# ---- block 1 ----
### src/rtl/pc16_stack_if.sv
// Bundles the PC-with-return-stack data and control signals between sequencer and PC block.
// Latency: none; signal bundle only.
// Backpressure: none; the master drives controls every cycle and the slave always accepts them.
//
// Ports (master view):
//   in                  load value from the upstream A/ALU mux
//   clr load inc        PC control strobes
//   push pop            return-stack control strobes
//   out                 registered PC value
//   stk_empty stk_full  return-stack occupancy flags
//   err                 sticky overflow/underflow/illegal-op flag
interface pc16_stack_if #(
    parameter int WIDTH = 16
);
    logic [WIDTH-1:0] in;
    logic             clr;
    logic             load;
    logic             inc;
    logic             push;
    logic             pop;
    logic [WIDTH-1:0] out;
    logic             stk_empty;
    logic             stk_full;
    logic             err;

    modport master (
        output in, clr, load, inc, push, pop,
        input  out, stk_empty, stk_full, err
    );

    modport slave (
        input  in, clr, load, inc, push, pop,
        output out, stk_empty, stk_full, err
    );
endinterface

### src/rtl/pc16_stack.sv
// Hack-style program counter with a DEPTH-entry LIFO return-address stack.
// Latency: 1 cycle from sampled control to out/flags; out is a pure register output.
// Backpressure: none; illegal or impossible requests (overflow, underflow, push+pop) set sticky err.
//
// Ports:
//   clk, rst_n           clock; asynchronous active-low reset
//   bus (slave modport)  in/clr/load/inc/push/pop in; out/stk_empty/stk_full/err out
module pc16_stack #(
    parameter int WIDTH = 16,
    parameter int DEPTH = 4
) (
    input  logic         clk,
    input  logic         rst_n,
    pc16_stack_if.slave  bus
);
    localparam int AW = $clog2(DEPTH);
    localparam int CW = AW + 1;
    localparam logic [CW-1:0] FULL_CNT = CW'(DEPTH);

    logic [WIDTH-1:0] pc;
    logic [WIDTH-1:0] pc_nxt;
    logic [WIDTH-1:0] pc_plus1;
    logic [CW-1:0]    cnt;
    logic [CW-1:0]    cnt_nxt;
    logic [CW-1:0]    cnt_m1;
    logic             err_q;
    logic             err_nxt;
    logic             wr_en;
    logic             empty;
    logic             full;
    logic [WIDTH-1:0] mem [DEPTH];

    always_comb begin
        pc_plus1 = pc + 1'b1;
        cnt_m1   = cnt - 1'b1;
        empty    = (cnt == '0);
        full     = (cnt == FULL_CNT);
    end

    always_comb begin
        pc_nxt  = pc;
        cnt_nxt = cnt;
        err_nxt = err_q;
        wr_en   = 1'b0;
        if (bus.clr) begin
            pc_nxt  = '0;
            cnt_nxt = '0;
            err_nxt = 1'b0;
        end else if (bus.push && bus.pop) begin
            err_nxt = 1'b1;
        end else if (bus.pop) begin
            if (!empty) begin
                pc_nxt  = mem[cnt_m1[AW-1:0]];
                cnt_nxt = cnt_m1;
            end else begin
                err_nxt = 1'b1;
            end
        end else begin
            if (bus.load) begin
                pc_nxt = bus.in;
            end else if (bus.inc) begin
                pc_nxt = pc_plus1;
            end
            // A push rides along with load/inc/hold; on overflow the PC
            // operation still completes and only the return address is lost.
            if (bus.push) begin
                if (!full) begin
                    wr_en   = 1'b1;
                    cnt_nxt = cnt + 1'b1;
                end else begin
                    err_nxt = 1'b1;
                end
            end
        end
    end

    always_ff @(posedge clk or negedge rst_n) begin
        if (!rst_n) begin
            pc    <= '0;
            cnt   <= '0;
            err_q <= 1'b0;
        end else begin
            pc    <= pc_nxt;
            cnt   <= cnt_nxt;
            err_q <= err_nxt;
        end
    end

    // Storage needs no reset: entries at or above cnt are never read.
    // The return address is the pre-edge PC plus one.
    always_ff @(posedge clk) begin
        if (wr_en) begin
            mem[cnt[AW-1:0]] <= pc_plus1;
        end
    end

    assign bus.out       = pc;
    assign bus.stk_empty = empty;
    assign bus.stk_full  = full;
    assign bus.err       = err_q;
endmodule

### src/flat_wrapper.sv
// flat-port wrapper written by rule: the top's interface ports become plain ports
module pc16_stack_flat 
#(
    parameter int WIDTH = 16,
    parameter int DEPTH = 4
)
  (clk, rst_n, bus_in, bus_clr, bus_load, bus_inc, bus_push, bus_pop, bus_out, bus_stk_empty, bus_stk_full, bus_err);
  pc16_stack_if #(.WIDTH(WIDTH)) bus_i ();
  input  logic clk;
  input  logic rst_n;
  input wire logic [$bits(bus_i.in)-1:0] bus_in;
  input wire logic [$bits(bus_i.clr)-1:0] bus_clr;
  input wire logic [$bits(bus_i.load)-1:0] bus_load;
  input wire logic [$bits(bus_i.inc)-1:0] bus_inc;
  input wire logic [$bits(bus_i.push)-1:0] bus_push;
  input wire logic [$bits(bus_i.pop)-1:0] bus_pop;
  output wire logic [$bits(bus_i.out)-1:0] bus_out;
  output wire logic [$bits(bus_i.stk_empty)-1:0] bus_stk_empty;
  output wire logic [$bits(bus_i.stk_full)-1:0] bus_stk_full;
  output wire logic [$bits(bus_i.err)-1:0] bus_err;
  assign bus_i.in = bus_in;
  assign bus_i.clr = bus_clr;
  assign bus_i.load = bus_load;
  assign bus_i.inc = bus_inc;
  assign bus_i.push = bus_push;
  assign bus_i.pop = bus_pop;
  assign bus_out = bus_i.out;
  assign bus_stk_empty = bus_i.stk_empty;
  assign bus_stk_full = bus_i.stk_full;
  assign bus_err = bus_i.err;
  pc16_stack #(.WIDTH(WIDTH), .DEPTH(DEPTH)) u_core (.clk(clk), .rst_n(rst_n), .bus(bus_i));
endmodule
### config.mk
export PLATFORM = sky130hd
export DESIGN_NAME = pc16_stack_flat
export DESIGN_NICKNAME = d
export VERILOG_FILES = /design/src/rtl/pc16_stack_if.sv /design/src/rtl/pc16_stack.sv /design/src/flat_wrapper.sv
export SDC_FILE = /design/constraint.sdc
export NUM_CORES = 1
export LEC_CHECK = 0
export ABC_AREA = 1
export CAP_MARGIN = 20
export CORE_ASPECT_RATIO = 0.6
export CORE_MARGIN = 5
export CORE_UTILIZATION = 57
export CTS_CLUSTER_DIAMETER = 200
export DETAILED_ROUTE_END_ITERATION = 8
export DONT_BUFFER_PORTS = 1
export PLACE_DENSITY = 0.75
export SYNTH_ARGS = -nofsm -noshare
export SYNTH_HDL_FRONTEND = slang
export SYNTH_SLANG_ARGS = --single-unit
### constraint.sdc
create_clock -name clk -period 2.2 [get_ports clk]
set_input_delay 0.33 -clock clk [delete_from_list [all_inputs] [get_ports clk]]
set_output_delay 0.33 -clock clk [all_outputs]
set_load 0.03 [all_outputs]
# ---- block 2 ----
**src/rtl/ysyx_041461_exe_mem_buf.sv**
```systemverilog
// EXE->MEM pipeline buffer: two-entry skid buffer (MAIN drives MEM, SKID absorbs one beat)
// with a registered in_ready so the MEM stall never reaches the EXE ready path combinationally.
module ysyx_041461_exe_mem_buf #(
  parameter int unsigned DATA_W = 64,
  parameter int unsigned CTRL_W = 5,
  parameter int unsigned TRAP_W = 4
) (
  input  logic              clk,
  input  logic              rst_n,
  input  logic              flush,
  input  logic              in_valid,
  output logic              in_ready,
  input  logic [DATA_W-1:0] in_alu,
  input  logic [DATA_W-1:0] in_st_data,
  input  logic [DATA_W-1:0] in_pc,
  input  logic [CTRL_W-1:0] in_ctrl,
  input  logic [4:0]        in_rd,
  input  logic              in_wen,
  input  logic [TRAP_W-1:0] in_trap,
  output logic              out_valid,
  input  logic              out_ready,
  output logic [DATA_W-1:0] out_alu,
  output logic [DATA_W-1:0] out_st_data,
  output logic [DATA_W-1:0] out_pc,
  output logic [CTRL_W-1:0] out_ctrl,
  output logic [4:0]        out_rd,
  output logic              out_wen,
  output logic [TRAP_W-1:0] out_trap,
  output logic [TRAP_W-1:0] mem_trap
);

  localparam int unsigned RD_W = 5;

  typedef struct packed {
    logic [DATA_W-1:0] alu;
    logic [DATA_W-1:0] st_data;
    logic [DATA_W-1:0] pc;
    logic [CTRL_W-1:0] ctrl;
    logic [RD_W-1:0]   rd;
    logic              wen;
    logic [TRAP_W-1:0] trap;
  } beat_t;

  typedef enum logic [1:0] {
    EMPTY = 2'd0,
    ONE   = 2'd1,
    TWO   = 2'd2
  } state_e;

  state_e state_q;
  state_e state_d;
  beat_t  main_q;
  beat_t  skid_q;
  beat_t  in_beat;
  logic   out_valid_q;
  logic   in_ready_q;
  logic   in_fire;
  logic   out_fire;
  logic   main_ld;
  logic   main_from_skid;
  logic   skid_ld;

  assign in_beat  = {in_alu, in_st_data, in_pc, in_ctrl, in_rd, in_wen, in_trap};
  assign in_fire  = in_valid & in_ready_q;
  assign out_fire = out_valid_q & out_ready;

  // Next state and slot load enables; flush wins over any transfer in the same cycle.
  always_comb begin
    state_d        = state_q;
    main_ld        = 1'b0;
    main_from_skid = 1'b0;
    skid_ld        = 1'b0;
    if (flush) begin
      state_d = EMPTY;
    end else begin
      unique case (state_q)
        EMPTY: begin
          if (in_fire) begin
            state_d = ONE;
            main_ld = 1'b1;
          end
        end
        ONE: begin
          if (in_fire && out_fire) begin
            main_ld = 1'b1;
          end else if (in_fire) begin
            state_d = TWO;
            skid_ld = 1'b1;
          end else if (out_fire) begin
            state_d = EMPTY;
          end
        end
        TWO: begin
          if (out_fire) begin
            state_d        = ONE;
            main_ld        = 1'b1;
            main_from_skid = 1'b1;
          end
        end
        default: state_d = EMPTY;
      endcase
    end
  end

  // State, handshake flops and payload slots.
  always_ff @(posedge clk) begin
    if (!rst_n) begin
      state_q     <= EMPTY;
      out_valid_q <= 1'b0;
      in_ready_q  <= 1'b1;
      main_q      <= '0;
      skid_q      <= '0;
    end else begin
      state_q     <= state_d;
      out_valid_q <= (state_d != EMPTY);
      in_ready_q  <= (state_d != TWO);
      if (main_ld) begin
        main_q <= main_from_skid ? skid_q : in_beat;
      end
      if (skid_ld) begin
        skid_q <= in_beat;
      end
    end
  end

  assign in_ready    = in_ready_q;
  assign out_valid   = out_valid_q;
  assign out_alu     = main_q.alu;
  assign out_st_data = main_q.st_data;
  assign out_pc      = main_q.pc;
  assign out_ctrl    = main_q.ctrl;
  assign out_rd      = main_q.rd;
  assign out_wen     = main_q.wen;
  assign out_trap    = main_q.trap;

  // Only a trap sitting in MAIN is reported back to EXE.
  assign mem_trap = out_valid_q ? main_q.trap : TRAP_W'(0);

endmodule

```
**config.mk**
```make
export PLATFORM = sky130hd
export DESIGN_NAME = ysyx_041461_exe_mem_buf
export DESIGN_NICKNAME = d
export VERILOG_FILES = /design/src/rtl/ysyx_041461_exe_mem_buf.sv
export SDC_FILE = /design/constraint.sdc
export NUM_CORES = 1
export LEC_CHECK = 0
export CORE_ASPECT_RATIO = 0.5
export CORE_MARGIN = 2
export CORE_UTILIZATION = 41
export DETAILED_ROUTE_END_ITERATION = 10
export PLACE_DENSITY_LB_ADDON = 0.3
export REMOVE_ABC_BUFFERS = 1
export SYNTH_ARGS = -nofsm -noshare
export SYNTH_HDL_FRONTEND = slang
export SYNTH_SLANG_ARGS = --single-unit
```
**constraint.sdc**
```tcl
create_clock -name clk -period 2.7 [get_ports clk]
set_input_delay 0.54 -clock clk [delete_from_list [all_inputs] [get_ports clk]]
set_output_delay 0.54 -clock clk [all_outputs]
set_load 0.05 [all_outputs]
```

==> screenshots <==
Register map, names as in the netlist.
panel A
Drawn at 1.5 px/um. Other sequential cells in the stronger grey, the rest of the logic in the fainter grey.
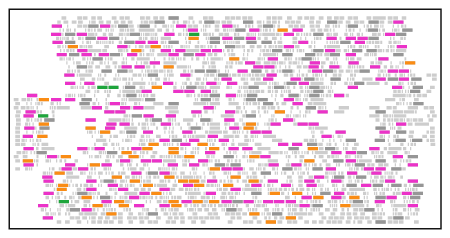
panel B
Drawn at 3 px/um. Other sequential cells in the stronger grey, the rest of the logic in the fainter grey.
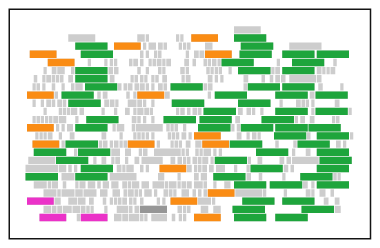
- panel A = block 2
- panel B = block 1
The one with the most sequential cells is panel A.
The one with the largest die is panel A.

### The metal 2 layer, block 1

Drawn at 3 px/um.
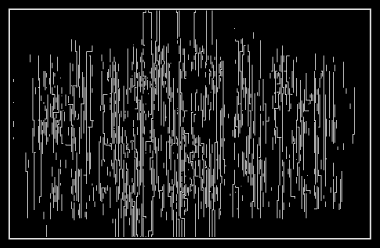
longest straight run = 51.3 um
main direction = vertical
share of all routed wire = 44%
wire length on this layer = 4470 um

==> CHANGELOG.md, block 1 <==
### Metrics

- GR Layer Usage met1: 0.3345
- Die span in y: 75.97 um
- Cell Area, Synth: 4134 um2
- Clock buffers created by TritonCTS: 9
- Outcome: finished clean
- Adder-cell area share of the yosys netlist: 0.01816
- Final Skew: 0.007519 ns
- Vias: 3298
- Worst r2r src: u_core.bus.out[2]$_DFFE_PN0P_
- Stage-log warning count: 31
- CTS tree: built
- Proportion of layout cells with a drive suffix above 1: 0.1010
- Static leakage power: 1.999 nW
- Count of cells along the worst hold path: 1
- Non-filler instance count after layout: 576
- Length in cells of the worst reg-to-reg path: 7
- End-of-flow core utilization: 0.6544
- Met2 routing resource usage after global routing: 0.3496
- Global-route track usage on met3: 0.07515
- Worst R2R Setup Slack: 0.20 ns
- Wire length on met1: 4666 um
- Count of instantiated cells in the yosys netlist: 463
- Placed Cells incl. Taps: 558
- Hold Path Class: input port to flip-flop
- Remaining global-route overflow: 0
- Via count of the first global-routing pass: 3228
- Top routing layer in use: met4
- Maximum level of the CTS H-tree: 3
- Share of flip-flops with an asynchronous set or reset: 0.2381
- Transition time at the pin with the least slew margin: 0.4872 ns
- Timing startpoint of the critical path: u_core.bus.out[2]$_DFFE_PN0P_
[block 1: cell families (layout without fill, tap and decap cells)]
group	count (synthesis)	in the layout
simple gates	256	256
compound gates	50	50
flops	84	84
buf+inv	64	86
fa+ha+maj	6	6
xor+xnor	3	3
[block 1: power breakdown]
| group | internal [mW] | total [mW] | switching, mW |
|---|---|---|---|
| clock | 1.00 | 1.61 | 0.610 |
| sequential | 1.98 | 2.19 | 0.211 |
| combinational | 0.505 | 1.63 | 1.13 |
| total | 3.49 | 5.43 | 1.95 |
[block 1: layout make-up]
type	instances	area (um2)
Fill cell	593	2470
Inverter	47	178.9
Sequential cell	84	2422
Tap cell	91	113.9
Clock inverter	5	82.58
Clock buffer	11	232.7
Multi-Input combinational cell	315	1451
Timing Repair Buffer	23	195.2
[block 1: critical path: stages (launching register included)]
cell and delay (ns):
dfrtp_1 0.62, nand3_1 0.25, inv_1 0.17, nand2_1 0.10, nand2_1 0.07, nand2_1 0.16, o21ai_0 0.31, a22oi_1 0.15
[block 1: flip-flops by register name, indices dropped and copies added (netlist names)]
name	count
u_core.mem	64
u_core.bus.out	16
u_core.cnt	3
u_core.bus.err	1
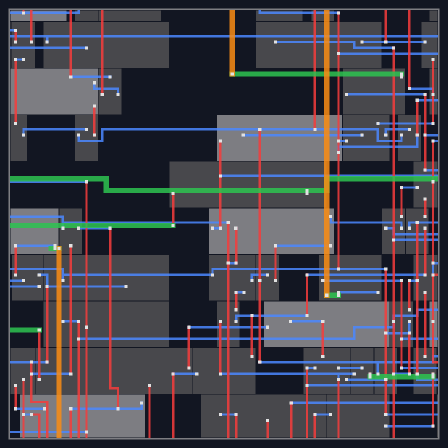
*Zoomed window, block 2*
Window x 131 to 156, y 60 to 85 um. Cells in grey, sequential cells in the stronger grey; small squares are vias.
green -> met3
blue -> met1
red -> met2
orange -> met4
sequential cells in the window = 5
most frequent = nand2_1 (14), buf_12 (5), dfxtp_1 (5)
netlist names of flops here include = skid_q (5)
cells with their middle in the window = 37

==> CHANGELOG.md, block 2 <==
### Metrics

- Area of the multi-input gates: 7228 um2
- Number of rows created at floorplan: 51
- Number of antenna violations at the first check in global routing: 5
- Outcome: finished clean
- Power Clock: 5.56 mW
- Worst Path Max Fanout: 9
- Detail Placement HPWL: 33840 um
- Share of flip-flops with an asynchronous set or reset: 0
- Data buffer area share: 0.2318
- Adder-cell area share of the yosys netlist: 0
- Crit path arrival time: 2.09 ns
- Combinational power share: 0.161
- Kind of cell adding the most delay to the critical path: buffers and inverters
- Die span in y: 145.4 um
- Data required, critical path: 2.16 ns
- Hold slack: 0.4133 ns
- Cells after Synth: 2077
- Layout-stage area growth over the synthesis result: 39.37%
- Maximum level of the CTS H-tree: 2
- Clock network power share: 0.384
- Register with the most flip-flops: skid_q
## block 2: placed cells by master, fill, tap and decap left out, types with 4 or more instances in the layout
cell	netlist	layout
o21ai_0	178	178
clkbuf_16	0	41
diode_2	0	6
clkbuf_8	0	8
o21ai_1	29	29
buf_12	0	34
a31oi_1	207	207
a21boi_1	130	130
buf_4	2	49
nand2_1	830	830
dfxtp_1	418	418
clkinv_2	0	6
a21boi_0	78	78
clkdlybuf4s50_1	0	423
clkbuf_1	98	11
nor2_1	5	5
and2_1	4	4
## block 2: worst paths after layout
check | from | endpoint | depth (start not counted)
worst min-delay path | rst_n | skid_q[54]$_SDFFE_PN0P_ | 2
worst max-delay path | out_valid$_SDFF_PN0_ | mem_trap[3] | 2
worst min register to register | skid_q[148]$_SDFFE_PN0P_ | skid_q[148]$_SDFFE_PN0P_ | 2
worst max register to register | out_valid$_SDFF_PN0_ | out_alu[43]$_SDFFE_PN0P_ | 6
## block 2: layer usage
layer  wire (um)  global-route usage  vias to the layer above
met5           0                   0                        -
met4        2241              0.1057                        0
met3        1784             0.03229                      121
met2       25230              0.4000                      306
met1       20870              0.2884                     7136
li1            -                   -                     7726


==> notes/layouts.md <==
Pictures saved along the way, in no particular order.

Drive-strength map.
(a)
Drawn at 4 px/um.
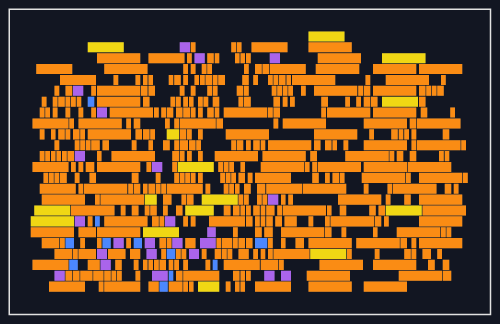
(b)
Drawn at 2 px/um.
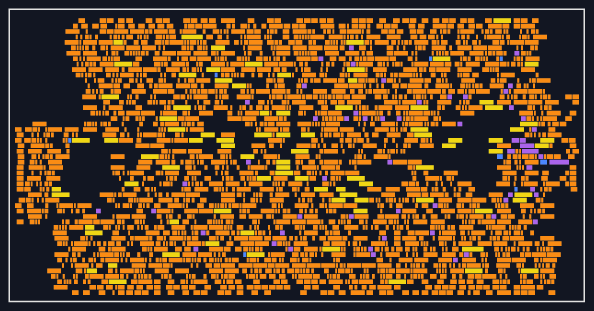
- block 2 = (b)
- block 1 = (a)
Of these, largest die: (b)

Key to (b):
purple -> drive 3 to 4  # cells 57, share 2.3%
blue -> drive 2  # cells 8, share 0.32%
orange -> drive 1 or less  # cells 2321, share 94%
yellow -> drive 6 and up  # cells 86, share 3.5%

Power and IR drop assume default switching activity.
